######## design 1 ########
<file path="config.mk">
export PLATFORM = sky130hd
export DESIGN_NAME = datapath_rr_arbiter
export DESIGN_NICKNAME = d
export VERILOG_FILES = /design/src/rtl/datapath_rr_arbiter.sv
export SDC_FILE = /design/constraint.sdc
export NUM_CORES = 1
export LEC_CHECK = 0
export ABC_AREA = 1
export CAP_MARGIN = 20
export CORE_UTILIZATION = 50
export DETAILED_ROUTE_END_ITERATION = 10
export PLACE_DENSITY_LB_ADDON = 0.15
export SYNTH_ARGS = -nofsm -noshare
export SYNTH_HDL_FRONTEND = slang
export SYNTH_SLANG_ARGS = --single-unit
</file>
<file path="constraint.sdc">
create_clock -name clk -period 6.1 [get_ports clk]
set_input_delay 0.61 -clock clk [delete_from_list [all_inputs] [get_ports clk]]
set_output_delay 0.61 -clock clk [all_outputs]
set_load 0.02 [all_outputs]
</file>
<file path="src/rtl/datapath_rr_arbiter.sv">
// datapath_rr_arbiter
//   Round-robin arbiter that shares one datapath resource, such as a
//   register-file write port or a memory bus, among N_REQ requesters. The
//   resource is fed through a tree of 2:1 mux cells that is steered by `sel`.
//   The current owner keeps the grant until it signals `done` or drops its
//   request. The next owner is chosen by distance from the round-robin
//   pointer. There is no fixed priority.
//
// Optional feature (macro ARB_TIMEOUT_EN):
//   When defined, an owner may hold the grant for at most MAX_HOLD cycles.
//   It is then forced to release, and timeout_err pulses for one cycle.
//   When undefined, no hold counter is built and timeout_err is tied to 0.
//
// Parameters:
//   N_REQ    number of requesters (2..8)
//   SEL_W    select width, equal to ceil(log2(N_REQ))
//   MAX_HOLD maximum hold cycles per grant (ARB_TIMEOUT_EN only)
//
// Ports:
//   clk          rising-edge system clock
//   reset        synchronous, active-high reset
//   req          per-requester request, held until its transaction completes
//   done         current owner finishes its transaction this cycle
//   grant        registered one-hot grant (or all zero)
//   sel          binary index of the current/last owner, drives mux selects
//   busy         high while a grant is asserted
//   timeout_err  one-cycle pulse on a forced release

module datapath_rr_arbiter #(
  parameter int unsigned N_REQ    = 4,
  parameter int unsigned SEL_W    = 2,
  parameter int unsigned MAX_HOLD = 15
) (
  input  logic             clk,
  input  logic             reset,
  input  logic [N_REQ-1:0] req,
  input  logic             done,
  output logic [N_REQ-1:0] grant,
  output logic [SEL_W-1:0] sel,
  output logic             busy,
  output logic             timeout_err
);

  if (N_REQ < 2 || N_REQ > 8) begin : g_bad_n_req
    $error("datapath_rr_arbiter: N_REQ must be in 2..8");
  end
  if (SEL_W != $clog2(N_REQ)) begin : g_bad_sel_w
    $error("datapath_rr_arbiter: SEL_W must equal clog2(N_REQ)");
  end
  if (MAX_HOLD < 1) begin : g_bad_max_hold
    $error("datapath_rr_arbiter: MAX_HOLD must be at least 1");
  end

  localparam logic [0:0] IDLE = 1'b0;
  localparam logic [0:0] OWN  = 1'b1;

  logic [0:0]       state, state_nxt;
  logic [SEL_W-1:0] ptr, ptr_nxt;
  logic [SEL_W-1:0] sel_nxt;
  logic [N_REQ-1:0] grant_nxt;
  logic             busy_nxt;

  logic             owner_req;
  logic             rel_normal;
  logic             force_rel;
  logic             rel;
  logic [SEL_W-1:0] after_owner;

  logic [SEL_W-1:0] scan_start;
  logic [N_REQ-1:0] scan_req;
  logic [N_REQ-1:0] rot;
  logic             scan_hit;
  logic [SEL_W:0]   scan_off;
  logic [SEL_W:0]   scan_sum;
  logic [SEL_W-1:0] scan_idx;

  // The owner is whoever holds the grant, so the owner's request bit can be
  // found by a mask and does not need an index into req.
  assign owner_req   = |(req & grant);
  assign rel_normal  = done | ~owner_req;
  assign rel         = rel_normal | force_rel;
  assign after_owner = (sel == SEL_W'(N_REQ - 1)) ? '0 : sel + SEL_W'(1);

  // One scanner serves both states. In IDLE it scans all of req starting at
  // ptr. In OWN it scans req with the owner masked off, starting just past
  // the owner, which is the pointer value being committed on release.
  assign scan_start = (state == IDLE) ? ptr : after_owner;
  assign scan_req   = (state == IDLE) ? req : (req & ~grant);

  // Rotate so that bit 0 is the scan start. The first set bit then gives the
  // distance from ptr, which is the only thing that breaks ties.
  assign rot = N_REQ'({scan_req, scan_req} >> scan_start);

  always_comb begin
    scan_hit = 1'b0;
    scan_off = '0;
    for (int unsigned i = 0; i < N_REQ; i++) begin
      if (!scan_hit && rot[i]) begin
        scan_hit = 1'b1;
        scan_off = (SEL_W + 1)'(i);
      end
    end
  end

  // Wrap start+offset modulo N_REQ, so indices >= N_REQ never appear.
  assign scan_sum = {1'b0, scan_start} + scan_off;
  assign scan_idx = (scan_sum >= (SEL_W + 1)'(N_REQ))
                  ? (scan_sum[SEL_W-1:0] - SEL_W'(N_REQ))
                  : scan_sum[SEL_W-1:0];

  always_comb begin
    state_nxt = state;
    grant_nxt = grant;
    sel_nxt   = sel;
    ptr_nxt   = ptr;
    busy_nxt  = busy;
    if (state == IDLE) begin
      if (scan_hit) begin
        state_nxt = OWN;
        grant_nxt = N_REQ'(1) << scan_idx;
        sel_nxt   = scan_idx;
        busy_nxt  = 1'b1;
      end else begin
        grant_nxt = '0;
        busy_nxt  = 1'b0;
      end
    end else if (rel) begin
      ptr_nxt = after_owner;
      if (scan_hit) begin
        grant_nxt = N_REQ'(1) << scan_idx;
        sel_nxt   = scan_idx;
      end else if (owner_req && !force_rel) begin
        grant_nxt = grant;
      end else begin
        state_nxt = IDLE;
        grant_nxt = '0;
        busy_nxt  = 1'b0;
      end
    end
  end

  always_ff @(posedge clk) begin
    if (reset) begin
      state <= IDLE;
      grant <= '0;
      sel   <= '0;
      ptr   <= '0;
      busy  <= 1'b0;
    end else begin
      state <= state_nxt;
      grant <= grant_nxt;
      sel   <= sel_nxt;
      ptr   <= ptr_nxt;
      busy  <= busy_nxt;
    end
  end

`ifdef ARB_TIMEOUT_EN
  localparam int unsigned CNT_W = $clog2(MAX_HOLD + 1);

  logic [CNT_W-1:0] hold_cnt;

  // hold_cnt counts the finished OWN cycles without a release. The current
  // cycle is therefore number hold_cnt+1 of the hold. A done in the limit
  // cycle wins, and the release is then a normal one.
  assign force_rel = (state == OWN) && !rel_normal &&
                     (hold_cnt == CNT_W'(MAX_HOLD - 1));

  always_ff @(posedge clk) begin
    if (reset) begin
      hold_cnt    <= '0;
      timeout_err <= 1'b0;
    end else begin
      timeout_err <= force_rel;
      hold_cnt    <= (state == OWN && !rel) ? hold_cnt + CNT_W'(1) : '0;
    end
  end
`else
  assign force_rel   = 1'b0;
  assign timeout_err = 1'b0;
`endif

endmodule

</file>
######## design 2 ########
`src/rtl/pipe_perf_monitor.sv`:
```
// pipe_perf_monitor: saturating perf counters with registered readout plus a filtered writeback trace FIFO
module pipe_perf_monitor #(
    parameter int XLEN        = 64,
    parameter int CNT_W       = 32,
    parameter int N_EVT       = 4,
    parameter int TRACE_DEPTH = 8,
    parameter int SEL_W       = $clog2(N_EVT + 4)
) (
    input  logic             clk,
    input  logic             rst,
    input  logic             enable_i,
    input  logic             clear_i,
    input  logic             wb_reg_write_i,
    input  logic [4:0]       wb_rd_i,
    input  logic [XLEN-1:0]  wb_data_i,
    input  logic             hazard_stall_i,
    input  logic [N_EVT-1:0] evt_i,
    input  logic             filter_en_i,
    input  logic [4:0]       filter_rd_i,
    input  logic [SEL_W-1:0] rd_sel_i,
    output logic [CNT_W-1:0] rd_data_o,
    output logic             sat_o,
    output logic             trc_valid_o,
    input  logic             trc_ready_i,
    output logic [4:0]       trc_rd_o,
    output logic [XLEN-1:0]  trc_data_o,
    output logic [CNT_W-1:0] trc_cycle_o
);
    localparam int NC = N_EVT + 4;
    localparam int AW = $clog2(TRACE_DEPTH);

    logic [CNT_W-1:0] cnt_q [NC];
    logic [CNT_W-1:0] cnt_d [NC];
    logic [CNT_W-1:0] rd_mux [2**SEL_W];
    logic [CNT_W-1:0] rd_data_q;
    logic [NC-1:0]    inc;
    logic             sat_q, sat_d;
    logic [AW-1:0]    wp_q, rp_q;
    logic [AW:0]      occ_q;
    logic [4:0]       mem_rd [TRACE_DEPTH];
    logic [XLEN-1:0]  mem_data [TRACE_DEPTH];
    logic [CNT_W-1:0] mem_cyc [TRACE_DEPTH];
    logic             zap, retire, capture, full, pop, push, drop;

    assign zap     = rst | clear_i;
    assign retire  = wb_reg_write_i & (wb_rd_i != 5'd0);
    assign capture = enable_i & retire & (~filter_en_i | (wb_rd_i == filter_rd_i));
    assign full    = occ_q == (AW+1)'(TRACE_DEPTH);
    assign pop     = trc_valid_o & trc_ready_i;
    assign push    = capture & (~full | pop);
    assign drop    = capture & full & ~pop;
    assign inc     = {evt_i & {N_EVT{enable_i}}, drop, enable_i & hazard_stall_i, enable_i & retire, enable_i};

    for (genvar j = 0; j < 2**SEL_W; j++) begin : g_mux
        if (j < NC) begin : g_cnt
            assign rd_mux[j] = cnt_q[j];
        end else begin : g_zero
            assign rd_mux[j] = '0;
        end
    end

    // saturating increment of every counter; sat latches once any counter hits all-ones
    always_comb begin
        sat_d = sat_q;
        for (int k = 0; k < NC; k++) begin
            cnt_d[k] = (inc[k] && !(&cnt_q[k])) ? cnt_q[k] + CNT_W'(1) : cnt_q[k];
            sat_d    = sat_d | (&cnt_d[k]);
        end
    end

    // counter, readout and FIFO pointer state; clear behaves exactly like reset
    always_ff @(posedge clk) begin
        if (zap) begin
            cnt_q     <= '{default: '0};
            sat_q     <= 1'b0;
            rd_data_q <= '0;
            wp_q      <= '0;
            rp_q      <= '0;
            occ_q     <= '0;
        end else begin
            cnt_q     <= cnt_d;
            sat_q     <= sat_d;
            rd_data_q <= rd_mux[rd_sel_i];
            wp_q      <= wp_q + AW'(push);
            rp_q      <= rp_q + AW'(pop);
            occ_q     <= occ_q + (AW+1)'(push) - (AW+1)'(pop);
        end
    end

    // trace storage; stamp is the cycle count before this cycle's increment
    always_ff @(posedge clk) begin
        if (push) begin
            mem_rd[wp_q]   <= wb_rd_i;
            mem_data[wp_q] <= wb_data_i;
            mem_cyc[wp_q]  <= cnt_q[0];
        end
    end

    assign rd_data_o   = rd_data_q;
    assign sat_o       = sat_q;
    assign trc_valid_o = occ_q != '0;
    assign trc_rd_o    = trc_valid_o ? mem_rd[rp_q] : '0;
    assign trc_data_o  = trc_valid_o ? mem_data[rp_q] : '0;
    assign trc_cycle_o = trc_valid_o ? mem_cyc[rp_q] : '0;
endmodule

```
`config.mk`:
```
export PLATFORM = sky130hd
export DESIGN_NAME = pipe_perf_monitor
export DESIGN_NICKNAME = d
export VERILOG_FILES = /design/src/rtl/pipe_perf_monitor.sv
export SDC_FILE = /design/constraint.sdc
export NUM_CORES = 1
export LEC_CHECK = 0
export CORE_ASPECT_RATIO = 0.8
export CORE_UTILIZATION = 50
export DETAILED_ROUTE_END_ITERATION = 12
export PLACE_DENSITY = 0.71
export REMOVE_ABC_BUFFERS = 1
export SETUP_SLACK_MARGIN = 0.2
export SLEW_MARGIN = 20
export SYNTH_ARGS = -nofsm -noshare
export SYNTH_HDL_FRONTEND = slang
export SYNTH_SLANG_ARGS = --single-unit
```
`constraint.sdc`:
```
create_clock -name clk -period 9.6 [get_ports clk]
set_clock_uncertainty 0.15 [all_clocks]
set_input_delay 1.44 -clock clk [delete_from_list [all_inputs] [get_ports clk]]
set_output_delay 1.44 -clock clk [all_outputs]
set_load 0.02 [all_outputs]
```
######## design 3 ########
--- src/rtl/pe_grid_multicast_feeder.sv ---
// Transmit side of the PE grid multicast buses: reads weights then image values from a
// 1-cycle-latency buffer, drives them as tagged beats, drains, then captures column psums.
//
// state     | meaning
// ----------+-----------------------------------------------------------
// S_IDLE    | waiting for start; bases and counts latched on accept
// S_W_ISSUE | one weight read per cycle, k = 0..num_rows-1
// S_I_ISSUE | one image read per cycle, k = 0..num_cols-1
// S_FLUSH   | 2 cycles for the last read to reach the bus
// S_DRAIN   | DRAIN_CYCLES cycles for the grid to settle
// S_CAPTURE | done pulse; result_out already holds the captured psums
module pe_grid_multicast_feeder #(
   parameter int ROWS         = 12,
   parameter int COLS         = 14,
   parameter int DATA_W       = 16,
   parameter int PSUM_W       = 32,
   parameter int ADDR_W       = 10,
   parameter int DRAIN_CYCLES = 12
) (
   input  logic                   clk,
   input  logic                   rst,
   input  logic                   start,
   input  logic [ADDR_W-1:0]      w_base,
   input  logic [ADDR_W-1:0]      i_base,
   input  logic [3:0]             num_rows,
   input  logic [3:0]             num_cols,
   output logic                   busy,
   output logic                   done,
   output logic                   mem_rd_en,
   output logic [ADDR_W-1:0]      mem_rd_addr,
   input  logic [DATA_W-1:0]      mem_rd_data,
   output logic [DATA_W-1:0]      weight_val_in,
   output logic [3:0]             tag_row,
   output logic                   valid_y,
   output logic [DATA_W-1:0]      image_val_in,
   output logic [3:0]             tag_col,
   output logic                   valid_x,
   input  logic [COLS*PSUM_W-1:0] psum_outs_in,
   output logic [COLS*PSUM_W-1:0] result_out
);
   localparam int TMR_W = $clog2(DRAIN_CYCLES + 1);

   typedef enum logic [2:0] {
      S_IDLE, S_W_ISSUE, S_I_ISSUE, S_FLUSH, S_DRAIN, S_CAPTURE
   } state_t;

   state_t                   r_state, w_nxt;
   logic [ADDR_W-1:0]        r_w_base, r_i_base;
   logic [3:0]               r_num_rows, r_num_cols;
   logic [3:0]               r_cnt;
   logic [TMR_W-1:0]         r_tmr;
   logic                     r_rd_vld, r_rd_img;
   logic [3:0]               r_rd_tag;
   logic [DATA_W-1:0]        r_w_val, r_i_val;
   logic [3:0]               r_w_tag, r_i_tag;
   logic                     r_w_vld, r_i_vld;
   logic [COLS*PSUM_W-1:0]   r_result;
   logic [3:0]               w_nr_clamp, w_nc_clamp;
   logic                     w_rd_w, w_rd_i;

   assign w_nr_clamp = (num_rows > 4'(ROWS)) ? 4'(ROWS) : num_rows;
   assign w_nc_clamp = (num_cols > 4'(COLS)) ? 4'(COLS) : num_cols;

   always_ff @(posedge clk or posedge rst) begin
      if (rst) r_state <= S_IDLE;
      else     r_state <= w_nxt;
   end

   always_comb begin
      w_nxt = r_state;
      case (r_state)
         S_IDLE: begin
            if (start) begin
               if (w_nr_clamp != 4'd0)      w_nxt = S_W_ISSUE;
               else if (w_nc_clamp != 4'd0) w_nxt = S_I_ISSUE;
               else                         w_nxt = S_FLUSH;
            end
         end
         S_W_ISSUE: begin
            if (r_cnt == r_num_rows - 4'd1)
               w_nxt = (r_num_cols != 4'd0) ? S_I_ISSUE : S_FLUSH;
         end
         S_I_ISSUE: if (r_cnt == r_num_cols - 4'd1) w_nxt = S_FLUSH;
         S_FLUSH:   if (r_tmr == '0) w_nxt = S_DRAIN;
         S_DRAIN:   if (r_tmr == '0) w_nxt = S_CAPTURE;
         S_CAPTURE: w_nxt = S_IDLE;
         default:   w_nxt = S_IDLE;
      endcase
   end

   always_comb begin
      w_rd_w      = (r_state == S_W_ISSUE);
      w_rd_i      = (r_state == S_I_ISSUE);
      mem_rd_en   = w_rd_w | w_rd_i;
      mem_rd_addr = '0;
      if (w_rd_w)      mem_rd_addr = r_w_base + ADDR_W'(r_cnt);
      else if (w_rd_i) mem_rd_addr = r_i_base + ADDR_W'(r_cnt);
      busy = (r_state != S_IDLE) && (r_state != S_CAPTURE);
      done = (r_state == S_CAPTURE);
   end

   always_ff @(posedge clk or posedge rst) begin
      if (rst) begin
         r_w_base   <= '0;
         r_i_base   <= '0;
         r_num_rows <= '0;
         r_num_cols <= '0;
         r_cnt      <= '0;
         r_tmr      <= '0;
      end else begin
         if (r_state == S_IDLE && start) begin
            r_w_base   <= w_base;
            r_i_base   <= i_base;
            r_num_rows <= w_nr_clamp;
            r_num_cols <= w_nc_clamp;
         end
         if (r_state != w_nxt)  r_cnt <= '0;
         else if (mem_rd_en)    r_cnt <= r_cnt + 4'd1;
         // FLUSH holds 2 cycles (1 -> 0); DRAIN holds DRAIN_CYCLES cycles
         if (w_nxt == S_FLUSH && r_state != S_FLUSH)      r_tmr <= TMR_W'(1);
         else if (w_nxt == S_DRAIN && r_state != S_DRAIN) r_tmr <= TMR_W'(DRAIN_CYCLES - 1);
         else if (r_tmr != '0)                            r_tmr <= r_tmr - TMR_W'(1);
      end
   end

   always_ff @(posedge clk or posedge rst) begin
      if (rst) begin
         r_rd_vld <= 1'b0;
         r_rd_img <= 1'b0;
         r_rd_tag <= '0;
         r_w_vld  <= 1'b0;
         r_w_val  <= '0;
         r_w_tag  <= '0;
         r_i_vld  <= 1'b0;
         r_i_val  <= '0;
         r_i_tag  <= '0;
         r_result <= '0;
      end else begin
         r_rd_vld <= mem_rd_en;
         r_rd_img <= w_rd_i;
         r_rd_tag <= mem_rd_en ? r_cnt : 4'd0;
         r_w_vld  <= r_rd_vld & ~r_rd_img;
         r_w_val  <= (r_rd_vld & ~r_rd_img) ? mem_rd_data : '0;
         r_w_tag  <= (r_rd_vld & ~r_rd_img) ? r_rd_tag : 4'd0;
         r_i_vld  <= r_rd_vld & r_rd_img;
         r_i_val  <= (r_rd_vld & r_rd_img) ? mem_rd_data : '0;
         r_i_tag  <= (r_rd_vld & r_rd_img) ? r_rd_tag : 4'd0;
         // sampled on entry to CAPTURE so result_out is valid alongside done
         if (r_state == S_DRAIN && r_tmr == '0) r_result <= psum_outs_in;
      end
   end

   assign weight_val_in = r_w_val;
   assign tag_row       = r_w_tag;
   assign valid_y       = r_w_vld;
   assign image_val_in  = r_i_val;
   assign tag_col       = r_i_tag;
   assign valid_x       = r_i_vld;
   assign result_out    = r_result;

endmodule

--- config.mk ---
export PLATFORM = sky130hd
export DESIGN_NAME = pe_grid_multicast_feeder
export DESIGN_NICKNAME = d
export VERILOG_FILES = /design/src/rtl/pe_grid_multicast_feeder.sv
export SDC_FILE = /design/constraint.sdc
export NUM_CORES = 1
export LEC_CHECK = 0
export CAP_MARGIN = 0
export CORE_AREA = 2 2 391 393
export CTS_BUF_LIST = sky130_fd_sc_hd__clkbuf_8
export CTS_CLUSTER_SIZE = 16
export DETAILED_ROUTE_END_ITERATION = 10
export DIE_AREA = 0 0 393 395
export PLACE_DENSITY = 0.37
export SLEW_MARGIN = 20
export SYNTH_ARGS = -nofsm -noshare
export SYNTH_HDL_FRONTEND = slang
export SYNTH_SLANG_ARGS = --single-unit
--- constraint.sdc ---
create_clock -name clk -period 23.9 [get_ports clk]
set_clock_uncertainty 0.2 [all_clocks]
set_input_delay 3.585 -clock clk [delete_from_list [all_inputs] [get_ports clk]]
set_output_delay 3.585 -clock clk [all_outputs]
set_load 0.005 [all_outputs]
######## design 4 ########
## config.mk

```make
export PLATFORM = sky130hd
export DESIGN_NAME = operand_fetch_stage_flat
export DESIGN_NICKNAME = d
export VERILOG_FILES = /design/src/rtl/operand_fetch_stage_if.sv /design/src/rtl/operand_fetch_stage.sv /design/src/flat_wrapper.sv
export SDC_FILE = /design/constraint.sdc
export NUM_CORES = 1
export LEC_CHECK = 0
export ABC_AREA = 1
export ABC_CLOCK_PERIOD_IN_PS = 1500
export CAP_MARGIN = 15
export CORE_MARGIN = 2
export CORE_UTILIZATION = 25
export DETAILED_ROUTE_END_ITERATION = 7
export GPL_TIMING_DRIVEN = 0
export PLACE_DENSITY = 0.52
export SLEW_MARGIN = 10
export SYNTH_ARGS = -nofsm -noshare
export SYNTH_HDL_FRONTEND = slang
export SYNTH_SLANG_ARGS = --single-unit
```

## constraint.sdc

```tcl
create_clock -name clk -period 1.5 [get_ports clk]
set_input_delay 0.3 -clock clk [delete_from_list [all_inputs] [get_ports clk]]
set_output_delay 0.3 -clock clk [all_outputs]
set_load 0.05 [all_outputs]
```

## src/rtl/operand_fetch_stage_if.sv

```systemverilog
// ID-side operand fetch bus: decode inputs, register file
// read port, forwarding sources and the ID/EX register outputs.
interface operand_fetch_stage_if #(
  parameter int XLEN = 32,
  parameter int AW   = 5
);
  logic            id_valid;
  logic [XLEN-1:0] id_pc;
  logic [AW-1:0]   id_rs1;
  logic [AW-1:0]   id_rs2;
  logic            id_rs1_used;
  logic            id_rs2_used;
  logic [AW-1:0]   id_rd;
  logic            id_reg_write;
  logic            id_mem_read;
  logic [AW-1:0]   rf_read1;
  logic [AW-1:0]   rf_read2;
  logic [XLEN-1:0] rf_read_data1;
  logic [XLEN-1:0] rf_read_data2;
  logic [XLEN-1:0] ex_result;
  logic            mem_reg_write;
  logic [AW-1:0]   mem_rd;
  logic [XLEN-1:0] mem_data;
  logic            wb_reg_write;
  logic [AW-1:0]   wb_rd;
  logic [XLEN-1:0] wb_data;
  logic            ex_hold;
  logic            flush;
  logic            stall;
  logic            ex_valid;
  logic [XLEN-1:0] ex_pc;
  logic [XLEN-1:0] ex_op_a;
  logic [XLEN-1:0] ex_op_b;
  logic [AW-1:0]   ex_rd;
  logic            ex_reg_write;
  logic            ex_mem_read;

  modport slave (
    input  id_valid, id_pc, id_rs1, id_rs2,
    input  id_rs1_used, id_rs2_used, id_rd,
    input  id_reg_write, id_mem_read,
    output rf_read1, rf_read2,
    input  rf_read_data1, rf_read_data2,
    input  ex_result,
    input  mem_reg_write, mem_rd, mem_data,
    input  wb_reg_write, wb_rd, wb_data,
    input  ex_hold, flush,
    output stall,
    output ex_valid, ex_pc, ex_op_a, ex_op_b,
    output ex_rd, ex_reg_write, ex_mem_read
  );

  modport master (
    output id_valid, id_pc, id_rs1, id_rs2,
    output id_rs1_used, id_rs2_used, id_rd,
    output id_reg_write, id_mem_read,
    input  rf_read1, rf_read2,
    output rf_read_data1, rf_read_data2,
    output ex_result,
    output mem_reg_write, mem_rd, mem_data,
    output wb_reg_write, wb_rd, wb_data,
    output ex_hold, flush,
    input  stall,
    input  ex_valid, ex_pc, ex_op_a, ex_op_b,
    input  ex_rd, ex_reg_write, ex_mem_read
  );
endinterface

```

## src/rtl/operand_fetch_stage.sv

```systemverilog
// Operand fetch: RF read, EX/MEM/WB bypass, load-use stall
// and the ID/EX pipeline register.
module operand_fetch_stage #(
  parameter int XLEN = 32,
  parameter int AW   = 5
) (
  input logic                  clk,
  input logic                  rst,
  operand_fetch_stage_if.slave bus
);
  logic            ex_valid_q, ex_valid_d;
  logic [XLEN-1:0] ex_pc_q, ex_pc_d;
  logic [XLEN-1:0] ex_op_a_q, ex_op_a_d;
  logic [XLEN-1:0] ex_op_b_q, ex_op_b_d;
  logic [AW-1:0]   ex_rd_q, ex_rd_d;
  logic            ex_rw_q, ex_rw_d;
  logic            ex_mr_q, ex_mr_d;

  logic            ex_fwd;
  logic            hz;
  logic [XLEN-1:0] op_a, op_b;

  // A load in EX has no result yet, so it never bypasses.
  assign ex_fwd = ex_valid_q & ex_rw_q & ~ex_mr_q;

  function automatic logic [XLEN-1:0] pick(
    input logic [AW-1:0]   idx,
    input logic [XLEN-1:0] rfd
  );
    if (idx == '0)
      pick = '0;
    else if (ex_fwd && ex_rd_q == idx)
      pick = bus.ex_result;
    else if (bus.mem_reg_write && bus.mem_rd == idx)
      pick = bus.mem_data;
    else if (bus.wb_reg_write && bus.wb_rd == idx)
      pick = bus.wb_data;
    else
      pick = rfd;
  endfunction

  // Forwarded operand select, youngest producer first.
  always_comb begin
    op_a = pick(bus.id_rs1, bus.rf_read_data1);
    op_b = pick(bus.id_rs2, bus.rf_read_data2);
  end

  // Load-use hazard against the load sitting in EX.
  always_comb begin
    hz = bus.id_valid & ex_valid_q & ex_mr_q
       & (ex_rd_q != '0)
       & ((bus.id_rs1_used & (ex_rd_q == bus.id_rs1))
        | (bus.id_rs2_used & (ex_rd_q == bus.id_rs2)));
  end

  assign bus.stall    = (hz | bus.ex_hold) & ~bus.flush;
  assign bus.rf_read1 = bus.id_rs1;
  assign bus.rf_read2 = bus.id_rs2;

  // ID/EX next state: hold, then bubble, then capture.
  always_comb begin
    ex_valid_d = ex_valid_q;
    ex_pc_d    = ex_pc_q;
    ex_op_a_d  = ex_op_a_q;
    ex_op_b_d  = ex_op_b_q;
    ex_rd_d    = ex_rd_q;
    ex_rw_d    = ex_rw_q;
    ex_mr_d    = ex_mr_q;
    if (bus.ex_hold) begin
      ex_valid_d = ex_valid_q;
    end else if (bus.flush || hz) begin
      ex_valid_d = 1'b0;
      ex_rw_d    = 1'b0;
      ex_mr_d    = 1'b0;
    end else begin
      ex_valid_d = bus.id_valid;
      ex_pc_d    = bus.id_pc;
      ex_op_a_d  = op_a;
      ex_op_b_d  = op_b;
      ex_rd_d    = bus.id_rd;
      ex_rw_d    = bus.id_valid & bus.id_reg_write;
      ex_mr_d    = bus.id_valid & bus.id_mem_read;
    end
  end

  // ID/EX register with synchronous reset.
  always_ff @(posedge clk) begin
    if (rst) begin
      ex_valid_q <= 1'b0;
      ex_pc_q    <= '0;
      ex_op_a_q  <= '0;
      ex_op_b_q  <= '0;
      ex_rd_q    <= '0;
      ex_rw_q    <= 1'b0;
      ex_mr_q    <= 1'b0;
    end else begin
      ex_valid_q <= ex_valid_d;
      ex_pc_q    <= ex_pc_d;
      ex_op_a_q  <= ex_op_a_d;
      ex_op_b_q  <= ex_op_b_d;
      ex_rd_q    <= ex_rd_d;
      ex_rw_q    <= ex_rw_d;
      ex_mr_q    <= ex_mr_d;
    end
  end

  assign bus.ex_valid     = ex_valid_q;
  assign bus.ex_pc        = ex_pc_q;
  assign bus.ex_op_a      = ex_op_a_q;
  assign bus.ex_op_b      = ex_op_b_q;
  assign bus.ex_rd        = ex_rd_q;
  assign bus.ex_reg_write = ex_rw_q;
  assign bus.ex_mem_read  = ex_mr_q;
endmodule

```

## src/flat_wrapper.sv

```systemverilog
// flat-port wrapper written by rule: the top's interface ports become plain ports
module operand_fetch_stage_flat 
#(
  parameter int XLEN = 32,
  parameter int AW   = 5
)
  (clk, rst, bus_id_valid, bus_id_pc, bus_id_rs1, bus_id_rs2, bus_id_rs1_used, bus_id_rs2_used, bus_id_rd, bus_id_reg_write, bus_id_mem_read, bus_rf_read1, bus_rf_read2, bus_rf_read_data1, bus_rf_read_data2, bus_ex_result, bus_mem_reg_write, bus_mem_rd, bus_mem_data, bus_wb_reg_write, bus_wb_rd, bus_wb_data, bus_ex_hold, bus_flush, bus_stall, bus_ex_valid, bus_ex_pc, bus_ex_op_a, bus_ex_op_b, bus_ex_rd, bus_ex_reg_write, bus_ex_mem_read);
  operand_fetch_stage_if #(.XLEN(XLEN), .AW(AW)) bus_i ();
  input logic clk;
  input logic rst;
  input wire logic [$bits(bus_i.id_valid)-1:0] bus_id_valid;
  input wire logic [$bits(bus_i.id_pc)-1:0] bus_id_pc;
  input wire logic [$bits(bus_i.id_rs1)-1:0] bus_id_rs1;
  input wire logic [$bits(bus_i.id_rs2)-1:0] bus_id_rs2;
  input wire logic [$bits(bus_i.id_rs1_used)-1:0] bus_id_rs1_used;
  input wire logic [$bits(bus_i.id_rs2_used)-1:0] bus_id_rs2_used;
  input wire logic [$bits(bus_i.id_rd)-1:0] bus_id_rd;
  input wire logic [$bits(bus_i.id_reg_write)-1:0] bus_id_reg_write;
  input wire logic [$bits(bus_i.id_mem_read)-1:0] bus_id_mem_read;
  output wire logic [$bits(bus_i.rf_read1)-1:0] bus_rf_read1;
  output wire logic [$bits(bus_i.rf_read2)-1:0] bus_rf_read2;
  input wire logic [$bits(bus_i.rf_read_data1)-1:0] bus_rf_read_data1;
  input wire logic [$bits(bus_i.rf_read_data2)-1:0] bus_rf_read_data2;
  input wire logic [$bits(bus_i.ex_result)-1:0] bus_ex_result;
  input wire logic [$bits(bus_i.mem_reg_write)-1:0] bus_mem_reg_write;
  input wire logic [$bits(bus_i.mem_rd)-1:0] bus_mem_rd;
  input wire logic [$bits(bus_i.mem_data)-1:0] bus_mem_data;
  input wire logic [$bits(bus_i.wb_reg_write)-1:0] bus_wb_reg_write;
  input wire logic [$bits(bus_i.wb_rd)-1:0] bus_wb_rd;
  input wire logic [$bits(bus_i.wb_data)-1:0] bus_wb_data;
  input wire logic [$bits(bus_i.ex_hold)-1:0] bus_ex_hold;
  input wire logic [$bits(bus_i.flush)-1:0] bus_flush;
  output wire logic [$bits(bus_i.stall)-1:0] bus_stall;
  output wire logic [$bits(bus_i.ex_valid)-1:0] bus_ex_valid;
  output wire logic [$bits(bus_i.ex_pc)-1:0] bus_ex_pc;
  output wire logic [$bits(bus_i.ex_op_a)-1:0] bus_ex_op_a;
  output wire logic [$bits(bus_i.ex_op_b)-1:0] bus_ex_op_b;
  output wire logic [$bits(bus_i.ex_rd)-1:0] bus_ex_rd;
  output wire logic [$bits(bus_i.ex_reg_write)-1:0] bus_ex_reg_write;
  output wire logic [$bits(bus_i.ex_mem_read)-1:0] bus_ex_mem_read;
  assign bus_i.id_valid = bus_id_valid;
  assign bus_i.id_pc = bus_id_pc;
  assign bus_i.id_rs1 = bus_id_rs1;
  assign bus_i.id_rs2 = bus_id_rs2;
  assign bus_i.id_rs1_used = bus_id_rs1_used;
  assign bus_i.id_rs2_used = bus_id_rs2_used;
  assign bus_i.id_rd = bus_id_rd;
  assign bus_i.id_reg_write = bus_id_reg_write;
  assign bus_i.id_mem_read = bus_id_mem_read;
  assign bus_rf_read1 = bus_i.rf_read1;
  assign bus_rf_read2 = bus_i.rf_read2;
  assign bus_i.rf_read_data1 = bus_rf_read_data1;
  assign bus_i.rf_read_data2 = bus_rf_read_data2;
  assign bus_i.ex_result = bus_ex_result;
  assign bus_i.mem_reg_write = bus_mem_reg_write;
  assign bus_i.mem_rd = bus_mem_rd;
  assign bus_i.mem_data = bus_mem_data;
  assign bus_i.wb_reg_write = bus_wb_reg_write;
  assign bus_i.wb_rd = bus_wb_rd;
  assign bus_i.wb_data = bus_wb_data;
  assign bus_i.ex_hold = bus_ex_hold;
  assign bus_i.flush = bus_flush;
  assign bus_stall = bus_i.stall;
  assign bus_ex_valid = bus_i.ex_valid;
  assign bus_ex_pc = bus_i.ex_pc;
  assign bus_ex_op_a = bus_i.ex_op_a;
  assign bus_ex_op_b = bus_i.ex_op_b;
  assign bus_ex_rd = bus_i.ex_rd;
  assign bus_ex_reg_write = bus_i.ex_reg_write;
  assign bus_ex_mem_read = bus_i.ex_mem_read;
  operand_fetch_stage #(.XLEN(XLEN), .AW(AW)) u_core (.clk(clk), .rst(rst), .bus(bus_i));
endmodule
```


==> layout pictures side by side <==
Cell placement.
picture 1
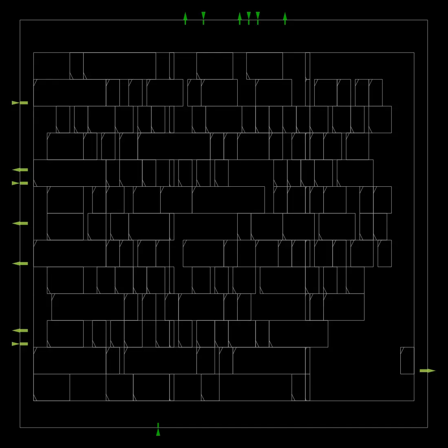
picture 2
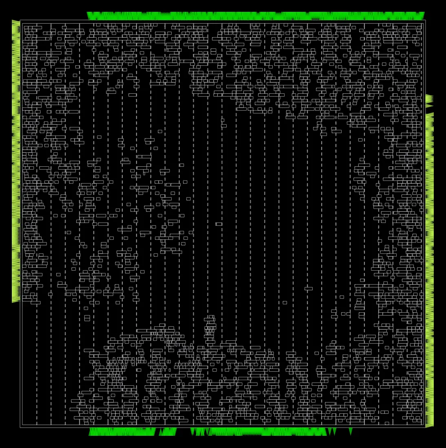
picture 3
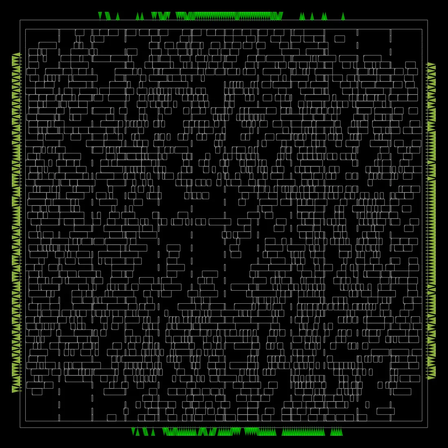
picture 4
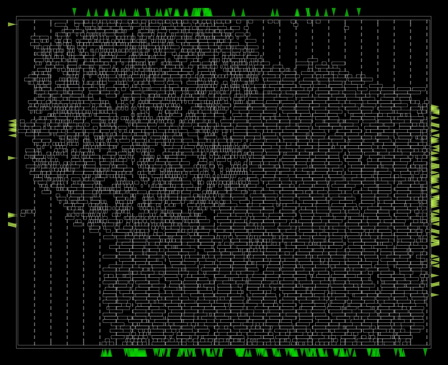
Picture 4 is design 2.
Picture 1 is design 1.
Picture 3 is design 4.
Picture 2 is design 3.
Of these, fewest sequential cells: picture 1
Of these, fewest cells: picture 1

design_1/drive_strength.png
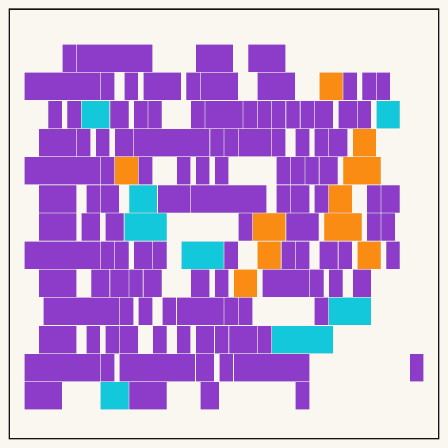
| size | colour | cells | share |
|---|---|---|---|
| drive 2 | orange | 10 | 7.3% |
| drive 3 to 4 | cyan | 8 | 5.8% |
| drive 1 or less | purple | 119 | 87% |
buffers outside the clock class: 13
worst path setup slack after routing: 3.75 ns
post-route design area: 925 µm²
Synth-to-Final Area Change: 19.2%

==> flow_metrics.rpt, design 1 <==
FLOW METRICS REPORT
----------------------------------------------------
[Outcome]
  Outcome ........................ completed

[Final layout]
  Final layout net count ........................ 148
  Non-filler instance count after layout ........................ 152
  Sequential cell area share ........................ a little over a fifth
  Buffering overhead ........................ 14.1%
  Sequential cell area ........................ approximately 200 µm²

[Synth]
  Count of library flops with an enable pin ........................ 0
  Post-Synthesis Cell Area ........................ 776 µm²

[Route]
  WL per Instance ........................ 10.8 µm
  Vias per std cell ........................ 5.26

[Worst setup path]
  Critical path origin ........................ state$_SDFF_PP0_
  Crit path kind ........................ flop to flop
  Data required, critical path ........................ 6.25 ns

[STA]
  Period minus WS final ........................ 2.35 ns
  Final period utilization ........................ 38.5%

[Floorplanning]
  Total Die Area ........................ 1710 µm²

[CTS]
  Depth of the CTS H-tree ........................ 1
  Number of hold buffers added after CTS ........................ 0

[GRT]
  Wire length of the first global-routing pass ........................ 2520 µm

[Job]
  Number of max-capacitance violations reported ........................ 0

----------------------------------------------------
## design 1: per-stage QoR
step / setup slack, ns / power [mW]
after floorplan: 3.95 / 0.371
after global placement: 3.55 / 0.435
after detailed placement: 3.49 / 0.443
after CTS: 3.76 / 0.491
after global routing: 3.49 / 0.536
final: 3.75 / 0.490
## design 1: kinds of logic (layout without fill, tap and decap cells)
logic type	count (synthesis)	in the layout	synth area share, %
xor+xnor	1	1	1.13
compound gates	14	14	12.3
other cells	1	1	0.483
flops	10	10	25.8
simple gates	80	80	47.6
buf+inv	16	29	9.52
fa+ha+maj	2	2	3.23
## design 1: sequential cells by signal (all words and copies together), names as in the netlist
register,count
state,1
grant,4
ptr,2
sel,2
busy,1
## design 1: report_power, final
group          switching, mW  total [mW]  internal, mW
Combinational          0.212       0.341         0.130
Clock                 0.0218      0.0445        0.0228
Sequential            0.0188       0.104        0.0850
## design 1: cells in the final DEF, fill, tap and decap left out, drive strengths merged
cell,instances
nand2,48
nor2,17
clkbuf,3
nand3,14
a211oi,1
nor3,1
clkdlybuf4s50,13
a21oi,7
ha,2
xnor2,1
inv,13
dfxtp,10
o21ai,4
conb,1
a22o,2
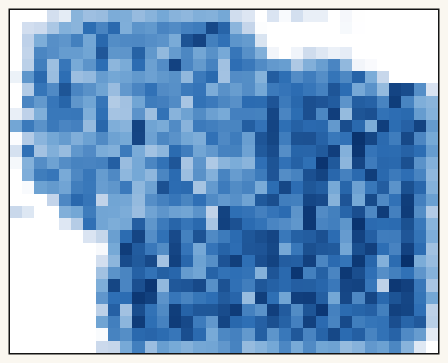
design_2/density.png
The die is cut into 35 by 28 equal tiles; white is low, dark blue is high, 0 to 100% covered.
tiles over 75% full: 27%
mean over tiles: 55%
emptiest ninth of the die: south-west
nearly empty tiles: 15%

==> flow_metrics.rpt, design 2 <==
FLOW METRICS REPORT
----------------------------------------------------
[Synth]
  Synthesized instance count ........................ 3458
  Count of library flops with an enable pin ........................ roughly 810
  Yosys chip area ........................ 48500 µm²
  FFs w/ async S/R, synth ........................ 0%
  Most popular library cell in the synthesized design by count ........................ edfxtp_1
  Mean instance size in the synthesized netlist ........................ 14.0 µm²
  Dominant cell type by area after synthesis ........................ edfxtp_1
  Flip-flop cell with the highest count after synthesis ........................ edfxtp_1

[Floorplanning]
  Die height ........................ 281 µm
  Core Rows ........................ a little over 100
  Total Die Area ........................ between 90000 and 100000 µm²
  Total I/O pin count ........................ 224

[Worst setup path]
  Crit. End Element ........................ output pin
  Ordered list of cells on the worst path ........................ buf_4 -> mux4_2 -> mux2i_1 -> nor2_1 -> clkdlybuf4s50_1
  Crit path kind ........................ flop to output pin
  Largest incremental delay on the critical path ........................ 0.97 ns

[Route]
  Via Count ........................ 30400
  DRC violation count after routing ........................ 0
  Vias per std cell ........................ ~6.1
  Routed length on met1 ........................ 52700 µm

[STA]
  Setup violation total in the final timing report ........................ 0

[Pwr]
  Largest vdd supply drop ........................ between 0.00015 and 0.0002 V

[Outcome]
  Outcome ........................ completed

[GRT]
  GR Util All Layers ........................ 24.1%

[Final layout]
  Synth-to-Final Area Change ........................ 14.0%
  Most instantiated logic cell after routing ........................ edfxtp_1

----------------------------------------------------
-- design 2: metrics by stage --
step / instances / setup slack, ns
finish: 5001 / 3.80
global route: 5000 / 3.53
CTS: 4999 / 3.69
detailed placement: 4804 / 3.58
global placement: 4804 / 3.68
floorplan: 3255 / -1.52
-- design 2: cells by family after synthesis --
family                     share of synthesized area, %
muxes                                              15.3
buffers and inverters                              1.98
AOI/OAI and AO/OA                                  3.54
DFF                                                62.4
and+or+nand+nor                                    12.5
xor gates and xnor gates                           3.87
adders and majority gates                         0.506
-- design 2: routing by layer --
metal	up-vias	track usage, %
met4	0	5.02
li1	13700	-
met3	153	4.02
met2	1252	36.8
met5	-	0
met1	15300	36.4
-- design 2: layout make-up --
class                           count  area, µm²
Antenna cell                        2       5.00
Inverter                           38        143
Multi-Input combinational cell   2110      17300
Tap cell                         1287       1610
Clock buffer                      140       2860
Fill cell                        7439      40300
Clock inverter                     55        508
Timing Repair Buffer              262       2540
Sequential cell                  1107      30300
-- design 2: registers in the layout, summed over array words and instances, names as in the netlist --
register	flops
mem_data	512
cnt_q	256
mem_cyc	256
mem_rd	40
rd_data_o	32
occ_q	4
rp_q	3
wp_q	3
sat_o	1
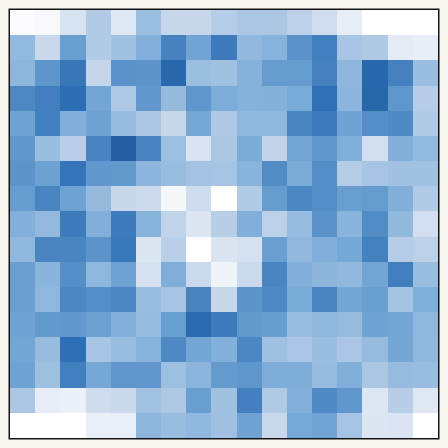
design_4/density.png
The die is cut into 17 by 17 equal tiles; white is low, dark blue is high, 0 to 100% covered.
mean over tiles: 44%
tiles over 75% full: 2.1%
nearly empty tiles: 3.5%
fullest tile: 81%
emptiest ninth of the die: centre
Core Footprint: 27000 µm²
Finished Core Util: 48.3%
Init Core Util: 25.5%

design_4/drive_strength.png
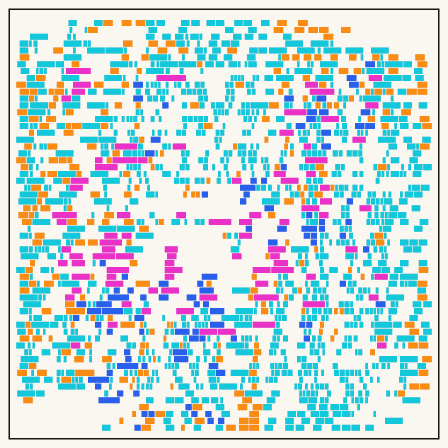
| size | colour | cells | share |
|---|---|---|---|
| drive 2 | orange | 277 | 18% |
| drive 3 to 4 | blue | 98 | 6.3% |
| drive 6 and up | magenta | 87 | 5.6% |
| drive 1 or less | cyan | 1088 | 70% |
post-route design area: 13000 µm²
Synth-to-Final Area Change: 89.5%
worst path setup slack after routing: -0.449 ns

==> flow_metrics.rpt, design 4 <==
FLOW METRICS REPORT
----------------------------------------------------
[Outcome]
  Outcome ........................ complete, but fails checks
  Failing checks ........................ negative setup slack

[Pwr]
  Relative contribution of the clock network to total power ........................ 28.7%
  Internal power contribution ........................ 5.52 mW
  Total power ........................ a little under 9 mW
  Combinational group power ........................ 3.29 mW

[Floorplanning]
  Core Rows ........................ around 60

[Synth]
  Count of library flops with an enable pin ........................ 0
  Dominant cell type by area after synthesis ........................ dfxtp_1
  Syn Nets ........................ around 1400
  Top cells by area ........................ dfxtp_1 30%, nand2_1 21%, nand3_1 17%, nand4_1 9.1%, a21oi_1 8.1%
  Ys cells ........................ roughly 1100
  Basic Gates by Area ........................ 48.9%

[STA]
  Setup violation total in the final timing report ........................ 105
  Relative slew margins ........................ 35.0%
  Worst path setup slack after routing ........................ -0.449 ns
  Setup repair after global routing missed its margin ........................ true

[Route]
  WL per Instance ........................ between 15 and 20 µm
  Count of nets left with antenna violations after detail routing ........................ 0
  Vias per std cell ........................ ~5.0

[Final layout]
  Buffering overhead ........................ 40.2%
  Filler Cells Inserted ........................ 2790
  Multi-input combinational cell count ........................ 862
  Sequential cell area ........................ around 2100 µm²

[CTS]
  CTS Root Cell ........................ clkbuf_16

[GRT]
  Maximum number of pins on one net before global-route repair ........................ 22

[Worst setup path]
  Critical-path cell with the highest stage delay ........................ dfxtp_4
  Crit Reg-Reg Endpoint ........................ u_core.bus.ex_op_b[17]$_SDFFE_PP0P_
  Maximum fanout encountered on the critical timing path ........................ 6

[Worst hold path]
  Endpoint of the worst hold-timing path ........................ u_core.bus.ex_pc[1]$_SDFFE_PP0P_

[Place]
  HPWL after detailed placement ........................ 28000 µm

[Job]
  Number of warnings the tools reported ........................ 29

----------------------------------------------------
## design 4: through the flow
stage                     instance area (µm²)  setup slack, ns  hold WS [ns]
after floorplan                          6950           -0.143         0.433
after global placement                  10800            -1.70         0.446
after detailed placement                10800            -1.71         0.452
after CTS                               12400           -0.468         0.463
after global routing                    13000           -0.560         0.476
final                                   13000           -0.449         0.462
## design 4: sequential cells by signal (all words and copies together) (netlist names)
name	flops
u_core.bus.ex_reg_write	1
u_core.bus.ex_op_a	32
u_core.bus.ex_rd	5
u_core.bus.ex_op_b	32
u_core.bus.ex_pc	32
u_core.bus.ex_mem_read	1
u_core.bus.ex_valid	1
## design 4: timing repair
| item | in CTS | in global routing |
|---|---|---|
| endpoints found under the setup margin | 219 | 109 |
| hold buffers | 0 | 0 |
| hold endpoints to repair | 0 | 0 |
| setup buffers | 41 | 12 |
| pin swaps | 31 | 47 |
| gates cloned | 15 | 3 |
| gates resized | 530 | 177 |
## design 4: metal layers
layer,routed length (µm),track usage (%)
met3,3190,6.95
met4,671,5.95
met2,18100,43.5
met1,15000,29.5
met5,13,0
design_3/pins.png
Bar = 100 µm. Pins as bars across the die edge, other pins in grey.
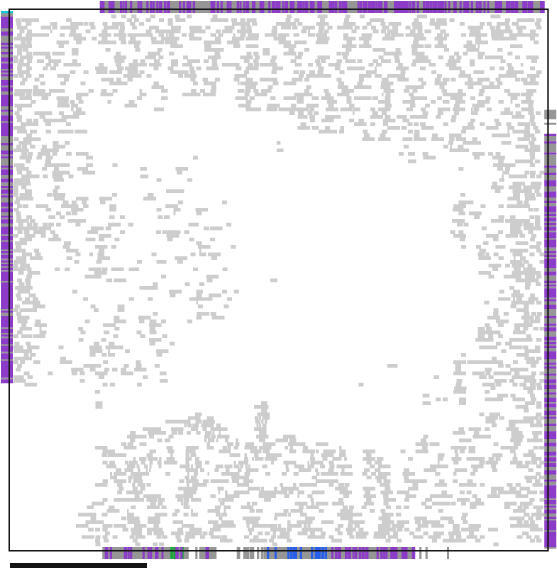
| port | colour | pins | direction | edge |
|---|---|---|---|---|
| num_rows | green | 4 | input | south |
| clk | cyan | 1 | input | west |
| psum_outs_in | purple | 448 | input | 159 north, 126 west, 116 east, 47 south |
| weight_val_in | blue | 16 | output | south |

==> flow_metrics.rpt, design 3 <==
FLOW METRICS REPORT
----------------------------------------------------
[Worst setup path]
  Delay-heaviest family, CP ........................ AND-OR/OR-AND gates
  Largest incremental delay on the critical path ........................ 0.56 ns
  Critical path origin ........................ r_cnt[0]$_DFFE_PP0P_
  Maximum fanout encountered on the critical timing path ........................ 7
  Buf/Inv on CP ........................ 2
  Crit path kind ........................ flop to output pin

[Outcome]
  Outcome ........................ completed

[Final layout]
  Number of clock buffers in the layout ........................ ~140
  Inverters excl. clock ........................ 12
  Synth-to-Final Area Change ........................ 71.2%
  Final sequential cell count ........................ 535

[GRT]
  Maximum number of pins on one net before global-route repair ........................ between 150 and 200
  Total gr overflow ........................ 0

[Place]
  Worst setup timing slack at the placement stage ........................ between 15 and 20 ns

[Synth]
  FFs w/ async S/R, synth ........................ 100%
  Most instantiated cells after synthesis ........................ 535 x dfrtp_1, 472 x mux2_2, 52 x buf_2, 24 x and2_1, 22 x and3_1

[Pwr]
  Total power ........................ 3.50 mW
  Leakage ........................ 14.2 nW

[Route]
  Total routed wirelength ........................ 94600 µm

[CTS]
  Clock transition at the register clock pins on the worst setup and hold paths after CTS ........................ about 0.060 ns
  Num CTS Buffers ........................ 108

----------------------------------------------------
[design 3: metal layers]
metal  track usage, %  wire length (µm)
met1             11.2             31300
met5            0.596               517
met2             20.7             48000
met4             6.33              4620
met3             5.96             10200
[design 3: path summary, 6_finish.rpt]
check,depth (start not counted),endpoint,slack [ns]
worst max-delay path,10,mem_rd_addr[8],16.51
worst min-delay path,1,tag_row[3]$_DFF_PP0_,0.26
worst max register to register,9,result_out[215]$_DFFE_PP0P_,18.45
worst min register to register,1,tag_row[3]$_DFF_PP0_,0.26
max in group asynchronous,4,r_w_base[4]$_DFFE_PP0P_,18.00
min in group asynchronous,2,result_out[439]$_DFFE_PP0P_,3.17
[design 3: state kept, by name, summed over array words and instances (netlist names), 3 cells and up]
signal	flops
r_cnt	4
r_rd_tag	4
image_val_in	16
tag_col	4
r_i_base	10
r_w_base	10
r_tmr	4
weight_val_in	16
r_num_rows	4
tag_row	4
r_num_cols	4
result_out	448
r_state	3
[design 3: metrics by stage]
stage	hold WS (ns)	instances
floorplan	0.246	1283
global placement	0.263	4257
detailed placement	0.267	4257
CTS	0.256	4446
global route	0.289	4454
finish	0.264	4457


==> notes/layouts.md <==
Pictures saved along the way, in no particular order.

Close-up of the layout.
panel A
Region (21, 21) to (41, 41) µm. Cells in grey, sequential cells in the stronger grey; small squares are vias.
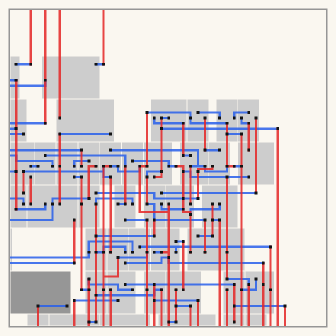
panel B
Region (285, 286) to (305, 306) µm. Cells in grey, sequential cells in the stronger grey; small squares are vias.
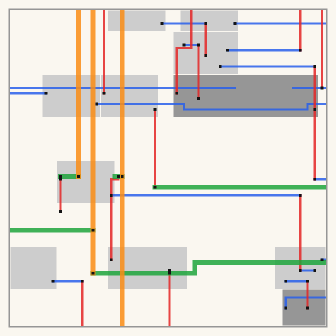
panel C
Region (253, 200) to (273, 220) µm. Cells in grey, sequential cells in the stronger grey; small squares are vias.
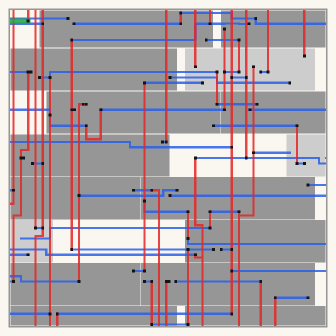
panel D
Region (117, 117) to (137, 137) µm. Cells in grey, sequential cells in the stronger grey; small squares are vias.
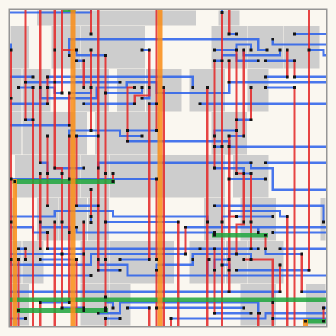
Design 1 is panel A.
Design 4 is panel D.
Design 2 is panel C.
Design 3 is panel B.

No activity file was given, so power comes from the tool's default toggle rates.
